=== block 1 ===
## src/rtl/adder_seq_ctrl.sv

```systemverilog
// Sequencing controller for a 27-operand adder tree: issues num_passes windows, accumulates
// the adder results and emits one output pixel. Define ACC_SAT_EN to saturate instead of wrap.
module adder_seq_ctrl #(
  parameter int unsigned DATA_WIDTH = 14,
  parameter int unsigned PASS_W     = 6
) (
  input  logic                         clk,
  input  logic                         reset,
  input  logic                         start,
  input  logic        [PASS_W-1:0]     num_passes,
  input  logic                         abort,
  input  logic                         win_valid,
  output logic                         win_ready,
  output logic                         adder_valid_in,
  output logic                         adder_end_flag,
  input  logic signed [DATA_WIDTH-1:0] adder_sum,
  input  logic                         adder_valid_out,
  output logic signed [DATA_WIDTH-1:0] out_data,
  output logic                         out_valid,
  output logic                         busy,
  output logic                         done
);

  localparam int unsigned AccW = DATA_WIDTH + PASS_W;

  typedef enum logic [1:0] {StIdle, StIssue, StDrain, StFinish} state_e;

  state_e                      state_q, state_d;
  logic        [PASS_W-1:0]    issued_q, issued_d;
  logic        [PASS_W-1:0]    received_q, received_d;
  logic        [PASS_W-1:0]    npass_q, npass_d;
  logic signed [AccW-1:0]      acc_q, acc_d;
  logic signed [DATA_WIDTH-1:0] out_data_q, out_data_d;
  logic                        out_valid_q, out_valid_d;
  logic                        done_q, done_d;
  logic                        avi_q, avi_d;
  logic                        end_flag_q, end_flag_d;

  logic                        hs, acc_en, last_issue, last_recv, active;
  logic signed [AccW-1:0]      acc_sum;
  logic signed [DATA_WIDTH-1:0] acc_red;

  always_comb begin
    active     = (state_q == StIssue) || (state_q == StDrain);
    hs         = win_valid && win_ready;
    acc_en     = adder_valid_out && active && (received_q < npass_q) && !abort;
    last_issue = hs && (issued_q == npass_q - PASS_W'(1));
    last_recv  = acc_en && (received_q == npass_q - PASS_W'(1));
    acc_sum    = acc_q + {{PASS_W{adder_sum[DATA_WIDTH-1]}}, adder_sum};
  end

`ifdef ACC_SAT_EN
  localparam logic signed [AccW-1:0] AccMax = {{(PASS_W + 1){1'b0}}, {(DATA_WIDTH - 1){1'b1}}};
  localparam logic signed [AccW-1:0] AccMin = {{(PASS_W + 1){1'b1}}, {(DATA_WIDTH - 1){1'b0}}};

  always_comb begin
    if (acc_sum > AccMax) begin
      acc_red = AccMax[DATA_WIDTH-1:0];
    end else if (acc_sum < AccMin) begin
      acc_red = AccMin[DATA_WIDTH-1:0];
    end else begin
      acc_red = acc_sum[DATA_WIDTH-1:0];
    end
  end
`else
  assign acc_red = acc_sum[DATA_WIDTH-1:0];
`endif

  always_ff @(posedge clk) begin
    if (reset) begin
      state_q <= StIdle;
    end else begin
      state_q <= state_d;
    end
  end

  always_comb begin
    state_d = state_q;
    unique case (state_q)
      StIdle: begin
        if (start) state_d = (num_passes == '0) ? StFinish : StIssue;
      end
      StIssue: begin
        if (abort || last_recv) begin
          state_d = StFinish;
        end else if (last_issue) begin
          state_d = StDrain;
        end
      end
      StDrain: begin
        if (abort || last_recv) state_d = StFinish;
      end
      StFinish: state_d = StIdle;
      default:  state_d = StIdle;
    endcase
  end

  // Datapath next-state; abort wins over any same-cycle handshake or result.
  always_comb begin
    issued_d    = issued_q;
    received_d  = received_q;
    npass_d     = npass_q;
    acc_d       = acc_q;
    out_data_d  = out_data_q;
    out_valid_d = 1'b0;
    done_d      = 1'b0;
    avi_d       = 1'b0;
    end_flag_d  = 1'b0;
    if (state_q == StIdle) begin
      if (start) begin
        npass_d    = num_passes;
        issued_d   = '0;
        received_d = '0;
        acc_d      = '0;
        done_d     = (num_passes == '0);
      end
    end else if (active) begin
      if (abort) begin
        issued_d   = '0;
        received_d = '0;
        acc_d      = '0;
        end_flag_d = 1'b1;
        done_d     = 1'b1;
      end else begin
        if (hs) begin
          issued_d = issued_q + PASS_W'(1);
          avi_d    = 1'b1;
        end
        if (acc_en) begin
          received_d = received_q + PASS_W'(1);
          acc_d      = acc_sum;
        end
        if (last_recv) begin
          out_data_d  = acc_red;
          out_valid_d = 1'b1;
          done_d      = 1'b1;
        end
      end
    end
  end

  always_ff @(posedge clk) begin
    if (reset) begin
      issued_q    <= '0;
      received_q  <= '0;
      npass_q     <= '0;
      acc_q       <= '0;
      out_data_q  <= '0;
      out_valid_q <= 1'b0;
      done_q      <= 1'b0;
      avi_q       <= 1'b0;
      end_flag_q  <= 1'b0;
    end else begin
      issued_q    <= issued_d;
      received_q  <= received_d;
      npass_q     <= npass_d;
      acc_q       <= acc_d;
      out_data_q  <= out_data_d;
      out_valid_q <= out_valid_d;
      done_q      <= done_d;
      avi_q       <= avi_d;
      end_flag_q  <= end_flag_d;
    end
  end

  always_comb begin
    busy           = (state_q != StIdle);
    win_ready      = (state_q == StIssue) && (issued_q < npass_q);
    adder_valid_in = avi_q;
    adder_end_flag = end_flag_q;
    out_data       = out_data_q;
    out_valid      = out_valid_q;
    done           = done_q;
  end

endmodule

```

## config.mk

```make
export PLATFORM = sky130hd
export DESIGN_NAME = adder_seq_ctrl
export DESIGN_NICKNAME = d
export VERILOG_FILES = /design/src/rtl/adder_seq_ctrl.sv
export SDC_FILE = /design/constraint.sdc
export NUM_CORES = 1
export LEC_CHECK = 0
export CAP_MARGIN = 20
export CELL_PAD_IN_SITES_DETAIL_PLACEMENT = 0
export CELL_PAD_IN_SITES_GLOBAL_PLACEMENT = 1
export CORE_ASPECT_RATIO = 0.6
export CORE_MARGIN = 8
export CORE_UTILIZATION = 37
export CTS_BUF_LIST = sky130_fd_sc_hd__clkbuf_4 sky130_fd_sc_hd__clkbuf_8 sky130_fd_sc_hd__clkbuf_16
export CTS_CLUSTER_DIAMETER = 30
export DETAILED_ROUTE_END_ITERATION = 8
export PLACE_DENSITY = 0.77
export SLEW_MARGIN = 25
export SYNTH_ARGS = -nofsm -noshare
export SYNTH_HDL_FRONTEND = slang
export SYNTH_SLANG_ARGS = --single-unit
export TNS_END_PERCENT = 50
```

## constraint.sdc

```tcl
create_clock -name clk -period 3.2 [get_ports clk]
set_clock_uncertainty 0.2 [all_clocks]
set_input_delay 0.64 -clock clk [delete_from_list [all_inputs] [get_ports clk]]
set_output_delay 0.64 -clock clk [all_outputs]
set_load 0.005 [all_outputs]
```

==> ci_impl_report.md <==
### Metrics collected by this job

| Metric | Value |
|---|---|
| Outcome | `finished clean` |
| Global-route wire length before repair | `15.23 mm` |
| Max Cap Violations | `0` |
| Yosys xor share | `a little under a tenth` |
| Slew headroom | `approximately 52%` |
| Clk latency late pin | `~290 ps` |
| Buffers, non-clock | `about 70` |
| Cell area after layout | `4233 um2` |
| Final period util | `95.11%` |
| Die ar. | `between 10000 and 15000 um2` |
| CTS root buf | `clkbuf_16` |
| Worst path bufs/invs | `4` |
| Syn Std Cell Area | `3363 um2` |
| Startpoint types | `primary input` |
| Hold Startpoint | `out_data[0]$_SDFFE_PP0P_` |
| Die Y | `about 90 um` |
| Top layer used by detailed routing | `met4` |
| Cell family with most CP delay | `buffers and inverters` |
| Met2 Track Usage GR | `a little over a fifth` |
| Worst-path maximum fanout | `3` |
| Final worst slack | `~160 ps` |
| Place WS | `-216.2 ps` |
| Top class by area | `combinational gates` |
| Sequential power | `between 700 and 800 uW` |
| WS Path Type | `in2reg` |
| Pleak | `approximately 1.7 nW` |
| Clock network contribution to total cell area | `3.252%` |
| F_max | `328.6 MHz` |
| Cells in synth_stat.txt | `roughly 400` |
| Post-synthesis mux area share | `4.464%` |
## synth_stat cells, types with 5 or more instances
cell type / instances
nor2_1: 58
dfxtp_1: 52
ha_1: 32
nand2_1: 30
a21oi_1: 25
xnor2_1: 22
inv_1: 19
mux2i_1: 15
a22oi_1: 13
clkbuf_1: 9
xor2_1: 9
nor3_1: 8
nand3_1: 6
nor2b_1: 6
a211oi_1: 5
o21a_1: 5
## flip-flops by register name, indices dropped and copies added (netlist names)
name,cells
acc_q,14
adder_end_flag,1
adder_valid_in,1
done,1
issued_q,6
npass_q,6
out_data,14
out_valid,1
received_q,6
state_q,2
## stage by stage
stage               TNS (ps)  power, mW
floorplan                  0      1.316
CTS                        0      2.162
global route               0      2.294
finish                     0      2.153
detailed placement    -572.3      1.618
global placement      -252.5      1.599
## placed cells by master (no fill, tap or decap), types with 6 or more instances in the layout
cell type and n:
a21oi_1 25, a22oi_1 13, buf_4 24, clkdlybuf4s50_1 45
dfxtp_1 52, ha_1 32, inv_1 19, mux2i_1 15
nand2_1 30, nand3_1 6, nor2_1 58, nor3_1 8
xnor2_1 22, xor2_1 9
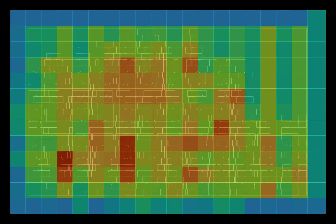
(block_1/final_congestion.png)
end-of-flow core utilization: 47.10%
GR met1 Demand/Resource: 21.71%
wire per inst: 15.87 um

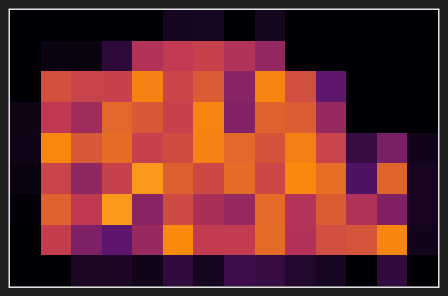
(block_1/density.png)
The die is cut into 14 by 9 equal tiles; black is low, pale yellow is high, 0 to 100% covered.
nearly empty tiles	24%
fullest tile	78%
emptiest ninth of the die	upper right
mean over tiles	33%
tiles over 75% full	1.6%
densest ninth of the die	center
FP Util: 37.43%
Core Region: 8986 um2

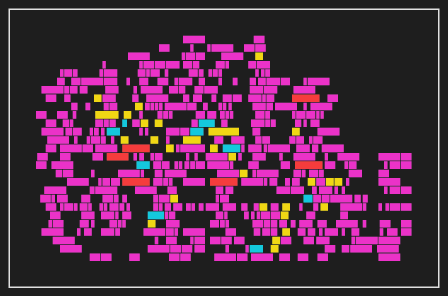
(block_1/drive_strength.png)
size	color	cells
drive 3 to 4	yellow	28
drive 6 and up	red	6
drive 2	cyan	9
drive 1 or less	magenta	409


=== block 2 ===
## config.mk

```make
export PLATFORM = sky130hd
export DESIGN_NAME = x7_scan_rx_flat
export DESIGN_NICKNAME = d
export VERILOG_FILES = /design/src/rtl/x7_scan_rx_if.sv /design/src/rtl/x7_scan_rx.sv /design/src/flat_wrapper.sv
export SDC_FILE = /design/constraint.sdc
export NUM_CORES = 1
export LEC_CHECK = 0
export ABC_AREA = 1
export CORE_MARGIN = 1
export CORE_UTILIZATION = 53
export DETAILED_ROUTE_END_ITERATION = 10
export PLACE_DENSITY = 0.81
export SLEW_MARGIN = 40
export SYNTH_ARGS = -nofsm -noshare
export SYNTH_HDL_FRONTEND = slang
export SYNTH_SLANG_ARGS = --single-unit
```

## constraint.sdc

```tcl
create_clock -name clk -period 2 [get_ports clk]
set_input_delay 0.6 -clock clk [delete_from_list [all_inputs] [get_ports clk]]
set_output_delay 0.6 -clock clk [all_outputs]
set_load 0.03 [all_outputs]
```

## src/rtl/x7_scan_rx_if.sv

```systemverilog
// Seven-segment scan bus as seen by the readback decoder: anode/segment lines in,
// reassembled bytes and status out.
interface x7_scan_rx_if;
    logic [3:0] an;
    logic [7:0] atog;
    logic [7:0] xq;
    logic [7:0] xh;
    logic       frame_valid;
    logic       err;
    logic [3:0] dig_seen;

    modport master (
        output an, atog,
        input  xq, xh, frame_valid, err, dig_seen
    );

    modport slave (
        input  an, atog,
        output xq, xh, frame_valid, err, dig_seen
    );
endinterface

```

## src/rtl/x7_scan_rx.sv

```systemverilog
// Seven-segment scan decoder: waits for each anode/segment pattern to settle,
// decodes the digit and reassembles the xq/xh byte pair once all four slots are seen.
module x7_scan_rx #(
    parameter int unsigned SETTLE = 4
) (
    input  logic         clk,
    input  logic         rst,
    x7_scan_rx_if.slave  bus
);

    localparam int unsigned CNT_W  = 8;
    localparam int unsigned NIB_W  = 4;
    localparam int unsigned SLOTS  = 4;
    localparam int unsigned BYTE_W = 8;
    localparam int unsigned SHD_W  = SLOTS * NIB_W;

    typedef enum logic [1:0] {
        S_IDLE,
        S_WAIT,
        S_HOLD
    } state_t;

    state_t             state_q,    state_d;
    logic [SLOTS-1:0]   an_r_q,     an_r_d;
    logic [BYTE_W-1:0]  atog_r_q,   atog_r_d;
    logic [CNT_W-1:0]   cnt_q,      cnt_d;
    logic [SHD_W-1:0]   shadow_q,   shadow_d;
    logic [SLOTS-1:0]   seen_q,     seen_d;
    logic [BYTE_W-1:0]  xq_q,       xq_d;
    logic [BYTE_W-1:0]  xh_q,       xh_d;
    logic               fv_q,       fv_d;
    logic               err_q,      err_d;

    logic               change;
    logic               sample;
    logic [CNT_W-1:0]   cnt_inc;
    logic [NIB_W:0]     dec;
    logic [SLOTS-1:0]   seen_new;

    // Segment code to {valid, digit}; anything outside the table is rejected.
    function automatic logic [NIB_W:0] seg_decode(input logic [6:0] seg);
        logic [NIB_W:0] r;
        unique case (seg)
            7'h7E:   r = {1'b1, 4'd0};
            7'h30:   r = {1'b1, 4'd1};
            7'h6D:   r = {1'b1, 4'd2};
            7'h79:   r = {1'b1, 4'd3};
            7'h33:   r = {1'b1, 4'd4};
            7'h5B:   r = {1'b1, 4'd5};
            7'h5F:   r = {1'b1, 4'd6};
            7'h70:   r = {1'b1, 4'd7};
            7'h7F:   r = {1'b1, 4'd8};
            7'h7B:   r = {1'b1, 4'd9};
            default: r = '0;
        endcase
        return r;
    endfunction

    always_comb begin
        state_d  = state_q;
        an_r_d   = bus.an;
        atog_r_d = bus.atog;
        cnt_d    = cnt_q;
        shadow_d = shadow_q;
        seen_d   = seen_q;
        xq_d     = xq_q;
        xh_d     = xh_q;
        fv_d     = 1'b0;
        err_d    = 1'b0;
        sample   = 1'b0;
        seen_new = seen_q;

        // A change is seen on the same edge that loads the new pattern into the input register.
        change  = ({bus.an, bus.atog} != {an_r_q, atog_r_q});
        cnt_inc = (cnt_q >= CNT_W'(SETTLE)) ? cnt_q : cnt_q + CNT_W'(1);
        dec     = seg_decode(atog_r_q[6:0]);

        if (change) begin
            cnt_d   = '0;
            state_d = $onehot(bus.an) ? S_WAIT : S_IDLE;
        end else begin
            unique case (state_q)
                S_IDLE: cnt_d = '0;
                S_WAIT: begin
                    cnt_d = cnt_inc;
                    if (cnt_inc == CNT_W'(SETTLE - 1)) begin
                        state_d = S_HOLD;
                        sample  = 1'b1;
                    end
                end
                S_HOLD: cnt_d = cnt_inc;
                default: begin
                    state_d = S_IDLE;
                    cnt_d   = '0;
                end
            endcase
        end

        // The decimal point must be lit exactly on slot 2.
        if (sample) begin
            if (dec[NIB_W] && (atog_r_q[7] == an_r_q[2])) begin
                for (int i = 0; i < int'(SLOTS); i++) begin
                    if (an_r_q[i]) shadow_d[i*NIB_W +: NIB_W] = dec[NIB_W-1:0];
                end
                seen_new = seen_q | an_r_q;
                if (&seen_new) begin
                    xq_d   = shadow_d[SHD_W-1:BYTE_W];
                    xh_d   = shadow_d[BYTE_W-1:0];
                    fv_d   = 1'b1;
                    seen_d = '0;
                end else begin
                    seen_d = seen_new;
                end
            end else begin
                err_d = 1'b1;
            end
        end
    end

    always_ff @(posedge clk) begin
        if (rst) begin
            state_q  <= S_IDLE;
            an_r_q   <= '0;
            atog_r_q <= '0;
            cnt_q    <= '0;
            shadow_q <= '0;
            seen_q   <= '0;
            xq_q     <= '0;
            xh_q     <= '0;
            fv_q     <= 1'b0;
            err_q    <= 1'b0;
        end else begin
            state_q  <= state_d;
            an_r_q   <= an_r_d;
            atog_r_q <= atog_r_d;
            cnt_q    <= cnt_d;
            shadow_q <= shadow_d;
            seen_q   <= seen_d;
            xq_q     <= xq_d;
            xh_q     <= xh_d;
            fv_q     <= fv_d;
            err_q    <= err_d;
        end
    end

    assign bus.xq          = xq_q;
    assign bus.xh          = xh_q;
    assign bus.frame_valid = fv_q;
    assign bus.err         = err_q;
    assign bus.dig_seen    = seen_q;

endmodule

```

## src/flat_wrapper.sv

```systemverilog
// flat-port wrapper written by rule: the top's interface ports become plain ports
module x7_scan_rx_flat 
#(
    parameter int unsigned SETTLE = 4
)
  (clk, rst, bus_an, bus_atog, bus_xq, bus_xh, bus_frame_valid, bus_err, bus_dig_seen);
  x7_scan_rx_if bus_i ();
  input  logic clk;
  input  logic rst;
  input wire logic [$bits(bus_i.an)-1:0] bus_an;
  input wire logic [$bits(bus_i.atog)-1:0] bus_atog;
  output wire logic [$bits(bus_i.xq)-1:0] bus_xq;
  output wire logic [$bits(bus_i.xh)-1:0] bus_xh;
  output wire logic [$bits(bus_i.frame_valid)-1:0] bus_frame_valid;
  output wire logic [$bits(bus_i.err)-1:0] bus_err;
  output wire logic [$bits(bus_i.dig_seen)-1:0] bus_dig_seen;
  assign bus_i.an = bus_an;
  assign bus_i.atog = bus_atog;
  assign bus_xq = bus_i.xq;
  assign bus_xh = bus_i.xh;
  assign bus_frame_valid = bus_i.frame_valid;
  assign bus_err = bus_i.err;
  assign bus_dig_seen = bus_i.dig_seen;
  x7_scan_rx #(.SETTLE(SETTLE)) u_core (.clk(clk), .rst(rst), .bus(bus_i));
endmodule
```

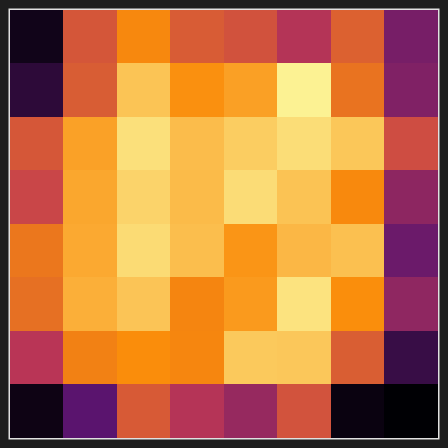
(block_2/density.png)
The die is cut into 8 by 8 equal tiles; black is low, pale yellow is high, 0 to 100% covered.
emptiest ninth of the die	lower right
fullest tile	97%
densest ninth of the die	center
nearly empty tiles	1.6%
tiles over 75% full	45%
mean over tiles	64%
FP Util: 55.21%
Core Region: 5140 um2

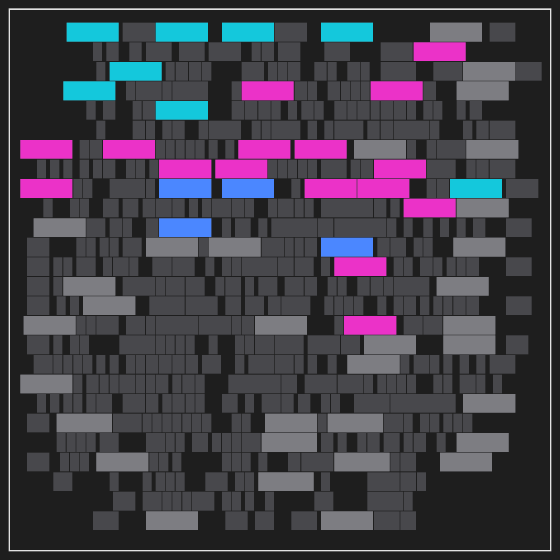
(block_2/registers.png)
Other sequential cells in the stronger gray, the rest of the logic in the fainter gray.
signal	color	sequential cells
`u_core.bus.xh`	cyan	8
`u_core.shadow_q`	magenta	16
`u_core.bus.dig_seen`	blue	4
not colored	32
Storage cell area: 1207 um2
sequential cell area share: 32.42%
end-of-flow core utilization: 72.47%
sequential power: 1.23 mW

==> worst register-to-register path, delay by kind of cell, from the launching register on <==
| family | cells | cell delay, ps |
|---|---|---|
| fa+ha+maj | 1 | 260 |
| buf+inv | 3 | 290 |
| flops | 1 | 330 |
| simple gates | 9 | 980 |
==> worst paths after layout <==
| path | end | from | slack (ps) |
|---|---|---|---|
| setup / recovery | bus_xh[0] | u_core.bus.xh[0]$_SDFFE_PP0P_ | 30 |
| hold reg to reg | u_core.cnt_q[5]$_SDFF_PP0_ | u_core.cnt_q[5]$_SDFF_PP0_ | 440 |
| hold / removal | u_core.cnt_q[5]$_SDFF_PP0_ | u_core.cnt_q[5]$_SDFF_PP0_ | 440 |
| setup reg to reg | u_core.bus.xq[7]$_SDFFE_PP0P_ | u_core.cnt_q[1]$_SDFF_PP0_ | 90 |
==> power groups by stage <==
stage	Combinational, mW	Clock, mW	Sequential, mW
2_1_floorplan	0.102	0	1.25
3_3_place_gp	0.172	0	1.26
3_5_place_dp	0.179	0	1.26
4_1_cts	0.177	1.00	1.23
5_1_grt	0.201	1.06	1.23
6_report	0.179	0.985	1.23
==> ci_impl_report.md <==
### Metrics collected by this job

| Metric | Value |
|---|---|
| WL met2 | `between 3 and 4 mm` |
| WS Path Type | `reg2out` |
| Tool Warnings | `31` |
| Outcome | `finished clean` |
| Synthesis area per yosys | `about 2800 um2` |
| Die extent in x | `75.17 um` |
| Place WS | `-496.2 ps` |
| Fin cells | `approximately 560` |
| Global-route wire length before repair | `~11 mm` |
| Synth flops | `~60` |
| Io pins | `36` |
| Clock Power Share | `roughly two fifths` |
| GR met1 Demand/Resource | `31.43%` |
| Most common cell in the netlist | `nand2_1` |
| Post-layout minimum cycle time | `1966 ps` |
| Post-DP Area | `approximately 3400 um2` |
| Vias in the first global route | `2551` |
| Final period util | `98.31%` |
| Share of the yosys chip area belonging to registers | `a little over two fifths` |
| Final max-slew violation count | `0` |
| Stages on worst setup path | `1` |
| Hold path depth | `2` |
| Post-CTS sizing | `23` |
| Worst hold margin | `442.3 ps` |
| Comb pwr share | `7.5%` |
| CTS tree | `yes` |
| Post-synth top cells | `120 x nand2_1, 69 x nor2_1, 60 x dfxtp_1, 49 x inv_1, 34 x nand3_1` |
| Row cnt | `26` |
| Pint | `roughly 1.8 mW` |
| DP Wirelength | `between 4 and 5 mm` |
| Logic area | `roughly 1400 um2` |
| Post-synthesis mux area share | `0%` |
| Post-Syn Instances | `just over 400` |
| # diodes | `0` |
| Final setup fails | `0` |
| Layout fillers | `between 400 and 500` |
| Initial antenna violation count | `0` |

=== block 3 ===
==> block_3/final_congestion.png <==
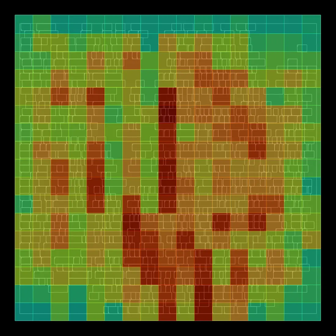
$ cat config.mk
export PLATFORM = sky130hd
export DESIGN_NAME = load_store_unit
export DESIGN_NICKNAME = d
export VERILOG_FILES = /design/src/rtl/load_store_unit.sv
export SDC_FILE = /design/constraint.sdc
export NUM_CORES = 1
export LEC_CHECK = 0
export CAP_MARGIN = 0
export CORE_MARGIN = 1.5
export CORE_UTILIZATION = 45
export DETAILED_ROUTE_END_ITERATION = 10
export PLACE_DENSITY = 0.8
export SYNTH_ARGS = -nofsm -noshare
export SYNTH_HDL_FRONTEND = slang
export SYNTH_SLANG_ARGS = --single-unit
$ cat constraint.sdc
create_clock -name clk -period 5.16 [get_ports clk]
set_clock_uncertainty 0.1 [all_clocks]
set_input_delay 0.516 -clock clk [delete_from_list [all_inputs] [get_ports clk]]
set_output_delay 0.516 -clock clk [all_outputs]
set_load 0.02 [all_outputs]
$ cat src/rtl/load_store_unit.sv
// MEM-stage load/store controller for a word-only data memory: extracts sub-word loads,
// writes SW directly and turns SB/SH into a two-cycle read-modify-write.
module load_store_unit #(
   parameter int DEPTH_WORDS = 256
) (
   input  logic        clk,
   input  logic        rst,
   input  logic        req_valid,
   input  logic        req_we,
   input  logic [2:0]  req_funct3,
   input  logic [31:0] req_addr,
   input  logic [31:0] req_wdata,
   output logic        stall,
   output logic [31:0] load_data,
   output logic        load_valid,
   output logic        access_err,
   output logic        mem_we,
   output logic [31:0] mem_addr,
   output logic [31:0] mem_wdata,
   input  logic [31:0] mem_rdata,
   output logic        dbg_state_o
);

   typedef enum logic {IDLE = 1'b0, MERGE = 1'b1} state_t;

   localparam logic [31:0] DEPTH_W = 32'(DEPTH_WORDS);

   state_t      state_q, state_d;
   logic [31:0] addr_q, addr_d;
   logic        half_q, half_d;
   logic [15:0] wdata_q, wdata_d;
   logic [31:0] old_q, old_d;
   logic [31:0] load_data_q, load_data_d;
   logic        load_valid_q, load_valid_d;
   logic        access_err_q, access_err_d;

   logic        legal_f3, misaligned, out_of_range, req_err;
   logic [7:0]  byte_lane;
   logic [15:0] half_lane;
   logic [31:0] load_ext, merged_word;

   always_comb begin
      if (req_we) legal_f3 = req_funct3 inside {3'b000, 3'b001, 3'b010};
      else        legal_f3 = req_funct3 inside {3'b000, 3'b001, 3'b010, 3'b100, 3'b101};
      misaligned   = ((req_funct3[1:0] == 2'b01) && req_addr[0]) ||
                     ((req_funct3[1:0] == 2'b10) && (req_addr[1:0] != 2'b00));
      out_of_range = {2'b00, req_addr[31:2]} >= DEPTH_W;
      req_err      = !legal_f3 || misaligned || out_of_range;
   end

   always_comb begin
      case (req_addr[1:0])
         2'd0:    byte_lane = mem_rdata[7:0];
         2'd1:    byte_lane = mem_rdata[15:8];
         2'd2:    byte_lane = mem_rdata[23:16];
         default: byte_lane = mem_rdata[31:24];
      endcase
      half_lane = req_addr[1] ? mem_rdata[31:16] : mem_rdata[15:0];
      case (req_funct3)
         3'b000:  load_ext = {{24{byte_lane[7]}}, byte_lane};
         3'b100:  load_ext = {24'd0, byte_lane};
         3'b001:  load_ext = {{16{half_lane[15]}}, half_lane};
         3'b101:  load_ext = {16'd0, half_lane};
         default: load_ext = mem_rdata;
      endcase
   end

   always_comb begin
      merged_word = old_q;
      if (half_q) begin
         if (addr_q[1]) merged_word[31:16] = wdata_q;
         else           merged_word[15:0]  = wdata_q;
      end else begin
         case (addr_q[1:0])
            2'd0:    merged_word[7:0]   = wdata_q[7:0];
            2'd1:    merged_word[15:8]  = wdata_q[7:0];
            2'd2:    merged_word[23:16] = wdata_q[7:0];
            default: merged_word[31:24] = wdata_q[7:0];
         endcase
      end
   end

   // stall=1 tells upstream to hold the SB/SH request; the held copy is consumed
   // when MERGE completes and is never re-executed.
   always_comb begin
      state_d      = state_q;
      addr_d       = addr_q;
      half_d       = half_q;
      wdata_d      = wdata_q;
      old_d        = old_q;
      load_data_d  = load_data_q;
      load_valid_d = 1'b0;
      access_err_d = 1'b0;
      stall        = 1'b0;
      mem_we       = 1'b0;
      mem_addr     = req_addr;
      mem_wdata    = req_wdata;
      case (state_q)
         IDLE: begin
            if (req_valid) begin
               if (req_err) begin
                  access_err_d = 1'b1;
               end else if (!req_we) begin
                  load_valid_d = 1'b1;
                  load_data_d  = load_ext;
               end else if (req_funct3 == 3'b010) begin
                  mem_we = 1'b1;
               end else begin
                  stall   = 1'b1;
                  addr_d  = req_addr;
                  half_d  = req_funct3[0];
                  wdata_d = req_wdata[15:0];
                  old_d   = mem_rdata;
                  state_d = MERGE;
               end
            end
         end
         MERGE: begin
            mem_we    = 1'b1;
            mem_addr  = addr_q;
            mem_wdata = merged_word;
            state_d   = IDLE;
         end
         default: state_d = IDLE;
      endcase
      if (rst) begin
         mem_we = 1'b0;
         stall  = 1'b0;
      end
   end

   always_ff @(posedge clk) begin
      if (rst) begin
         state_q      <= IDLE;
         addr_q       <= '0;
         half_q       <= 1'b0;
         wdata_q      <= '0;
         old_q        <= '0;
         load_data_q  <= '0;
         load_valid_q <= 1'b0;
         access_err_q <= 1'b0;
      end else begin
         state_q      <= state_d;
         addr_q       <= addr_d;
         half_q       <= half_d;
         wdata_q      <= wdata_d;
         old_q        <= old_d;
         load_data_q  <= load_data_d;
         load_valid_q <= load_valid_d;
         access_err_q <= access_err_d;
      end
   end

   assign load_data   = load_data_q;
   assign load_valid  = load_valid_q;
   assign access_err  = access_err_q;
   assign dbg_state_o = (state_q == MERGE);

endmodule

==> ci_impl_report.md <==
### Metrics collected by this job

| Metric | Value |
|---|---|
| Synth flops | `roughly 120` |
| Sequential power | `roughly 900 uW` |
| Final max-slew violation count | `0` |
| Main flop type | `dfxtp_1` |
| Gr busiest metal | `met2` |
| Placer Congestion | `0.8639` |
| #MultiIn Comb | `approximately 530` |
| Final setup fails | `0` |
| CP endpoint | `mem_wdata[7]` |
| Worst hold path type | `in2reg` |
| Initial antenna violation count | `0` |
| Top class by area | `combinational gates` |
| Clock-net power | `between 1 and 1.5 mW` |
| WHS Endpoint | `load_valid$_SDFF_PP0_` |
| Worst path bufs/invs | `2` |
| Top cells excl fill/tap | `202 x clkdlybuf4s50_1, 134 x a21oi_1, 115 x dfxtp_1, 73 x o21ai_0, 62 x nand3_1` |
| Stages on worst setup path | `5` |
| Outcome | `finished clean` |
| Comb pwr | `between 200 and 300 uW` |
| Fin cells | `~1100` |
| CTS clk-pin slew, worst paths | `~60 ps` |
| Post-route setup TNS | `0 ps` |
| F_max | `roughly 240 MHz` |
| Sw Ratio | `25.15%` |
| Worst-Margin Slew | `between 1000 and 1500 ps` |
| # nets final | `about 980` |
| FF-to-FF setup slack | `roughly 2600 ps` |
| WL met2 | `9.134 mm` |
| Clock Power Share | `roughly 50%` |
| Post-layout minimum cycle time | `around 4200 ps` |
| Post-DP Area | `around 8000 um2` |
| Top pwr grp | `clock` |
| H-tree levels | `4` |
| VDD IR max | `0.1993 mV` |
| Area grow syn2layout | `44.86%` |
| Tool Warnings | `26` |
| Pin count of the biggest net entering global routing | `between 80 and 90` |
| Routed wire length | `19.46 mm` |
| Hold Startpoint | `rst` |
## Picture notes: block_3/final_congestion.png
end-of-flow core utilization: 67.23%
wire per inst: 18.25 um
GR met1 Demand/Resource: 34.40%

[state kept, by name, summed over array words and instances (netlist names)]
register / flops
wdata_q: 16
load_data: 32
addr_q: 32
half_q: 1
dbg_state_o: 1
load_valid: 1
access_err: 1
old_q: 32
[synthesized netlist by cell type (all sizes together) (2+ instances only)]
| cell type | count | share of area (%) |
|---|---|---|
| or4b | 2 | 0.40 |
| a22oi | 7 | 0.89 |
| nand3 | 62 | 5.3 |
| o22ai | 14 | 1.5 |
| a211oi | 2 | 0.34 |
| nor4b | 2 | 0.51 |
| nand2 | 40 | 2.5 |
| o221ai | 7 | 1.0 |
| mux2i | 31 | 5.3 |
| nor2b | 2 | 0.21 |
| o21ai | 74 | 6.3 |
| mux2 | 47 | 9.0 |
| nor4 | 10 | 1.7 |
| a21oi | 144 | 13 |
| inv | 5 | 0.32 |
| nor3 | 3 | 0.25 |
| nand2b | 2 | 0.21 |
| clkbuf | 56 | 3.6 |
| and2 | 31 | 3.3 |
| a31oi | 9 | 0.95 |
| a21o | 2 | 0.25 |
| nor2 | 29 | 1.8 |
| or3 | 2 | 0.21 |
| buf | 10 | 0.97 |
| dfxtp | 116 | 39 |

=== block 4 ===
`src/rtl/mandelbrot_iter_ctrl.sv`:
```
// mandelbrot_iter_ctrl
//   Job sequencer around an external combinational Mandelbrot step unit
//   (z' = z^2 + c). Takes one point c per job and loops z through the step unit
//   once per clock until z escapes or MAX_ITER steps have run. It then returns
//   the iteration count and an escaped flag.
//   Optional feature macro: MANDEL_CIRCLE_TEST_EN
//     - defined:   the escape test is zr^2 + zi^2 >= 4.0.
//     - undefined: the escape test is the box |zr| >= 2.0 or |zi| >= 2.0,
//                  and this block contains no multipliers.
module mandelbrot_iter_ctrl #(
  parameter int WIDTH    = 8,
  parameter int FRAC     = 5,
  parameter int MAX_ITER = 15,
  parameter int CNT_W    = 4
) (
  input  logic             clk,
  input  logic             rst_n,
  input  logic             abort,
  input  logic             in_valid,
  output logic             in_ready,
  input  logic [WIDTH-1:0] in_cr,
  input  logic [WIDTH-1:0] in_ci,
  output logic             out_valid,
  input  logic             out_ready,
  output logic [CNT_W-1:0] iter_count,
  output logic             escaped,
  output logic [WIDTH-1:0] dp_cr,
  output logic [WIDTH-1:0] dp_ci,
  output logic [WIDTH-1:0] dp_zr,
  output logic [WIDTH-1:0] dp_zi,
  input  logic [WIDTH-1:0] dp_nzr,
  input  logic [WIDTH-1:0] dp_nzi
);

  // Elaboration-time checks. The counter must never wrap, and +/-2.0 must be representable.
  if (MAX_ITER < 1 || MAX_ITER > (1 << CNT_W) - 1) begin : g_chk_iter
    $error("mandelbrot_iter_ctrl: MAX_ITER must be in 1..2^CNT_W-1");
  end
  if (FRAC > WIDTH - 3) begin : g_chk_frac
    $error("mandelbrot_iter_ctrl: FRAC must be <= WIDTH-3");
  end

  typedef enum logic [1:0] {IDLE, ITER, DONE} state_t;

  state_t                   state, state_nxt;
  logic signed [WIDTH-1:0]  cr, ci, zr, zi;
  logic signed [WIDTH-1:0]  nz_r, nz_i;
  logic [CNT_W-1:0]         cnt, cnt_inc;
  logic                     esc_q, out_vld_q;
  logic                     esc_hit, last_iter, hs;
  logic                     ld, step;

  assign nz_r      = $signed(dp_nzr);
  assign nz_i      = $signed(dp_nzi);
  assign cnt_inc   = cnt + CNT_W'(1);
  assign last_iter = (cnt_inc == CNT_W'(MAX_ITER));
  assign hs        = out_vld_q & out_ready;

`ifdef MANDEL_CIRCLE_TEST_EN
  // Circle test: the products keep full precision, so the magnitude cannot overflow.
  localparam int PW = 2 * WIDTH + 1;
  localparam logic signed [PW-1:0] FOUR = PW'(4 << (2 * FRAC));
  logic signed [2*WIDTH-1:0] sq_r, sq_i;
  logic signed [PW-1:0]      mag;
  assign sq_r    = (2 * WIDTH)'(nz_r) * (2 * WIDTH)'(nz_r);
  assign sq_i    = (2 * WIDTH)'(nz_i) * (2 * WIDTH)'(nz_i);
  assign mag     = PW'(sq_r) + PW'(sq_i);
  assign esc_hit = (mag >= FOUR);
`else
  // Box test: a signed compare against +/-2.0 on each component.
  localparam logic signed [WIDTH-1:0] TWO  = WIDTH'(2 << FRAC);
  localparam logic signed [WIDTH-1:0] NTWO = -TWO;
  assign esc_hit = (nz_r >= TWO) || (nz_r <= NTWO) ||
                   (nz_i >= TWO) || (nz_i <= NTWO);
`endif

  // State register.
  always_ff @(posedge clk or negedge rst_n) begin
    if (!rst_n) state <= IDLE;
    else        state <= state_nxt;
  end

  // Next-state logic. Abort overrides every other event.
  always_comb begin
    state_nxt = state;
    ld        = 1'b0;
    step      = 1'b0;
    if (abort) begin
      state_nxt = IDLE;
    end else begin
      case (state)
        IDLE: if (in_valid) begin
          ld        = 1'b1;
          state_nxt = ITER;
        end
        ITER: begin
          step = 1'b1;
          if (esc_hit || last_iter) state_nxt = DONE;
        end
        DONE: if (hs) state_nxt = IDLE;
        default: state_nxt = IDLE;
      endcase
    end
  end

  // Datapath registers: c, z, the counter and the result flags.
  // out_valid is registered from DONE. This adds the one cycle between the
  // terminal iteration and result presentation.
  always_ff @(posedge clk or negedge rst_n) begin
    if (!rst_n) begin
      cr        <= '0;
      ci        <= '0;
      zr        <= '0;
      zi        <= '0;
      cnt       <= '0;
      esc_q     <= 1'b0;
      out_vld_q <= 1'b0;
    end else if (abort) begin
      zr        <= '0;
      zi        <= '0;
      out_vld_q <= 1'b0;
    end else begin
      if (ld) begin
        cr  <= $signed(in_cr);
        ci  <= $signed(in_ci);
        zr  <= '0;
        zi  <= '0;
        cnt <= '0;
      end
      if (step) begin
        zr  <= nz_r;
        zi  <= nz_i;
        cnt <= cnt_inc;
        // Escape wins over the iteration limit when both hold in the same cycle.
        if (esc_hit || last_iter) esc_q <= esc_hit;
      end
      out_vld_q <= (state == DONE) && !hs;
    end
  end

  assign in_ready   = (state == IDLE);
  assign out_valid  = out_vld_q;
  assign iter_count = cnt;
  assign escaped    = esc_q;
  assign dp_cr      = cr;
  assign dp_ci      = ci;
  assign dp_zr      = zr;
  assign dp_zi      = zi;

endmodule

```
`config.mk`:
```
export PLATFORM = sky130hd
export DESIGN_NAME = mandelbrot_iter_ctrl
export DESIGN_NICKNAME = d
export VERILOG_FILES = /design/src/rtl/mandelbrot_iter_ctrl.sv
export SDC_FILE = /design/constraint.sdc
export NUM_CORES = 1
export LEC_CHECK = 0
export CORE_AREA = 2 2 74 76
export CTS_BUF_LIST = sky130_fd_sc_hd__clkbuf_4
export CTS_CLUSTER_SIZE = 30
export DETAILED_ROUTE_END_ITERATION = 16
export DIE_AREA = 0 0 76 78
export GPL_TIMING_DRIVEN = 0
export PLACE_DENSITY = 0.67
export SYNTH_ARGS = -nofsm -noshare
export SYNTH_HDL_FRONTEND = slang
export SYNTH_SLANG_ARGS = --single-unit
```
`constraint.sdc`:
```
create_clock -name clk -period 2.2 [get_ports clk]
set_input_delay 0.33 -clock clk [delete_from_list [all_inputs] [get_ports clk]]
set_output_delay 0.33 -clock clk [all_outputs]
set_load 0.05 [all_outputs]
```
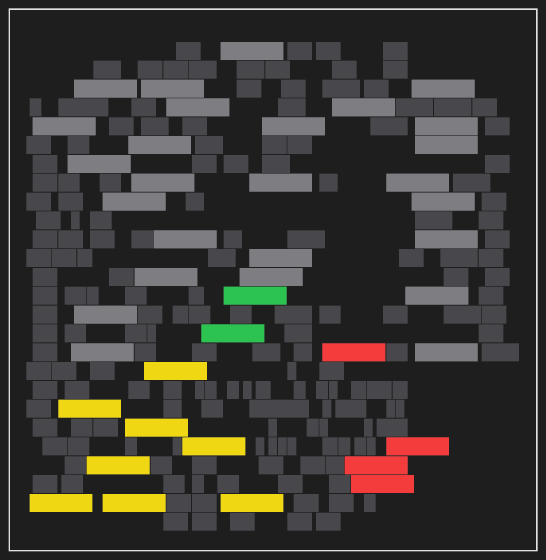
(block_4/registers.png)
Other sequential cells in the stronger gray, the rest of the logic in the fainter gray.
signal	color	sequential cells
`state`	green	2
`iter_count`	red	4
`dp_zi`	yellow	8

==> ci_impl_report.md <==
### Metrics collected by this job

| Metric | Value |
|---|---|
| Non-clk buf share | `31.33%` |
| Total number of vias | `around 1300` |
| Top layer used by detailed routing | `met4` |
| Outcome | `finished clean` |
| # DRC | `0` |
| Switch Pwr | `about 840 uW` |
| R2R depth | `4` |
| Placed Instances | `between 200 and 300` |
| Storage cell area | `1001 um2` |
| Worst hold margin | `467.8 ps` |
| Routed wire length | `4.054 mm` |
| Sequential cell area share | `37.91%` |
| Top pwr grp | `combinational cells` |
| Wire per inst | `about 14 um` |
| Avg Vias per Cell | `~4.7` |
| Share of power burned in registers | `between 40% and 50%` |
| End-of-flow core utilization | `52.36%` |
| Buffers, non-clock | `83` |
| Post-Syn Instances | `126` |
| Flops | `40` |
| P per Cell Area | `827.4 nW/um2` |
| Fin cells | `around 280` |
==> worst paths after layout <==
| check | start | endpoint | slack (ps) |
|---|---|---|---|
| worst max register to register | state[0]$_DFFE_PN0P_ | dp_ci[7]$_DFFE_PN0P_ | 390 |
| max in group asynchronous | rst_n | dp_cr[7]$_DFFE_PN0P_ | 1510 |
| min in group clk | dp_zi[0]$_DFFE_PN0P_ | dp_zi[0]$_DFFE_PN0P_ | 510 |
| worst min-delay path | rst_n | dp_zr[4]$_DFFE_PN0P_ | 470 |
| worst min register to register | dp_zi[0]$_DFFE_PN0P_ | dp_zi[0]$_DFFE_PN0P_ | 510 |
| worst max-delay path | state[1]$_DFFE_PN0P_ | in_ready | 100 |
==> layout by cell type (no fill, tap or decap), drive strengths merged <==
master	n
clkdlybuf4s50	74
dfrtp	40
a22o	17
mux2	16
nor2	8
nand2	7
clkbuf	7
buf	7
o21ai	4
nor4b	3
inv	2
and4b	2
nor4	2
nand3	2
xor2	2
ha	2
a2111oi	1
and2	1
xnor2	1
nor2b	1
a31oi	1
nor3	1
and3	1
a31o	1
a21oi	1
a21o	1
nand4	1
nand4b	1
o221a	1
clkinv	1
dlygate4sd3	1


==> gallery <==
Sizing map.
image #1
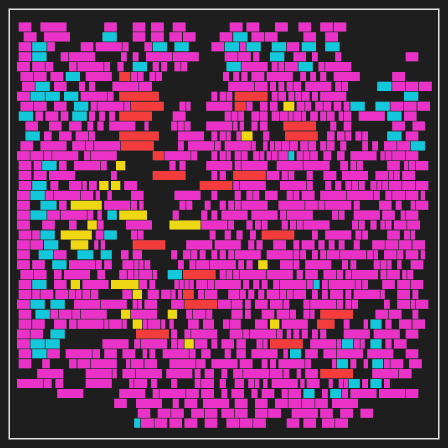
image #2
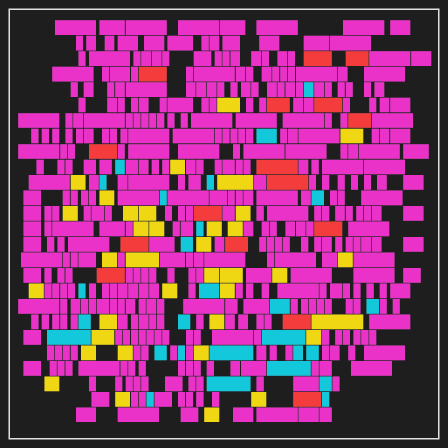
image #3
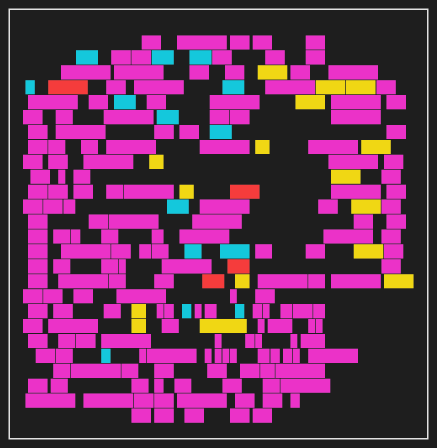
| picture | from |
|---|---|
| image #2 | block 2 |
| image #3 | block 4 |
| image #1 | block 3 |

Key to image #1:
size	color	cells
drive 6 and up	red	24
drive 2	cyan	66
drive 3 to 4	yellow	20
drive 1 or less	magenta	784


==> screenshots <==
Cells colored by class.
(a)
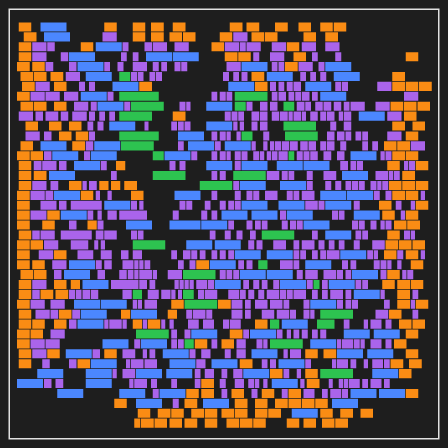
(b)
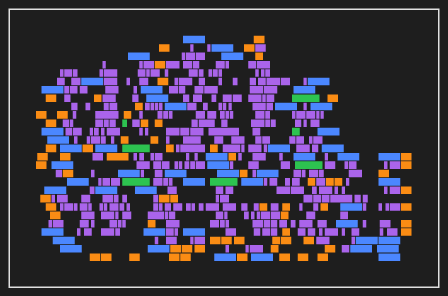
(c)
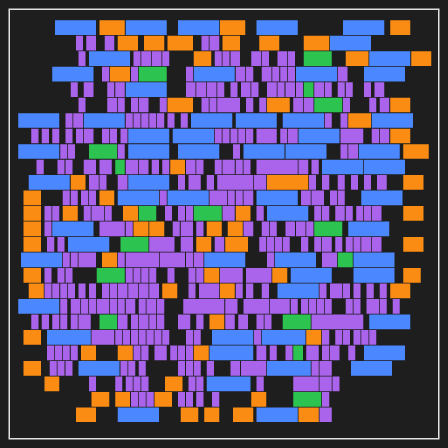
(d)
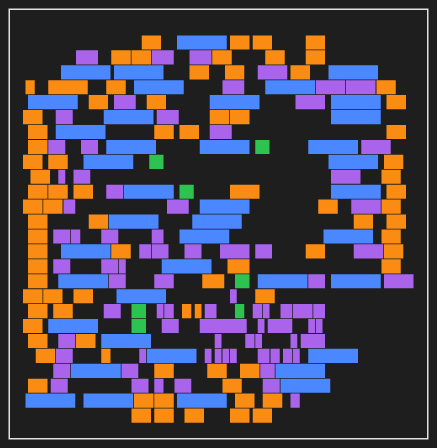
Of these, fewest sequential cells: (d)
(c) -> block 2
(a) -> block 3
(b) -> block 1
(d) -> block 4

Key to (a):
class	color	cells	share of their area
clock drivers and dummy loads	green	32	7.1%
other buffers and delay cells	orange	211	25%
all other logic	purple	535	40%
flip-flops	blue	116	28%

Power figures rest on the tool's default switching activity, not on a simulated workload.
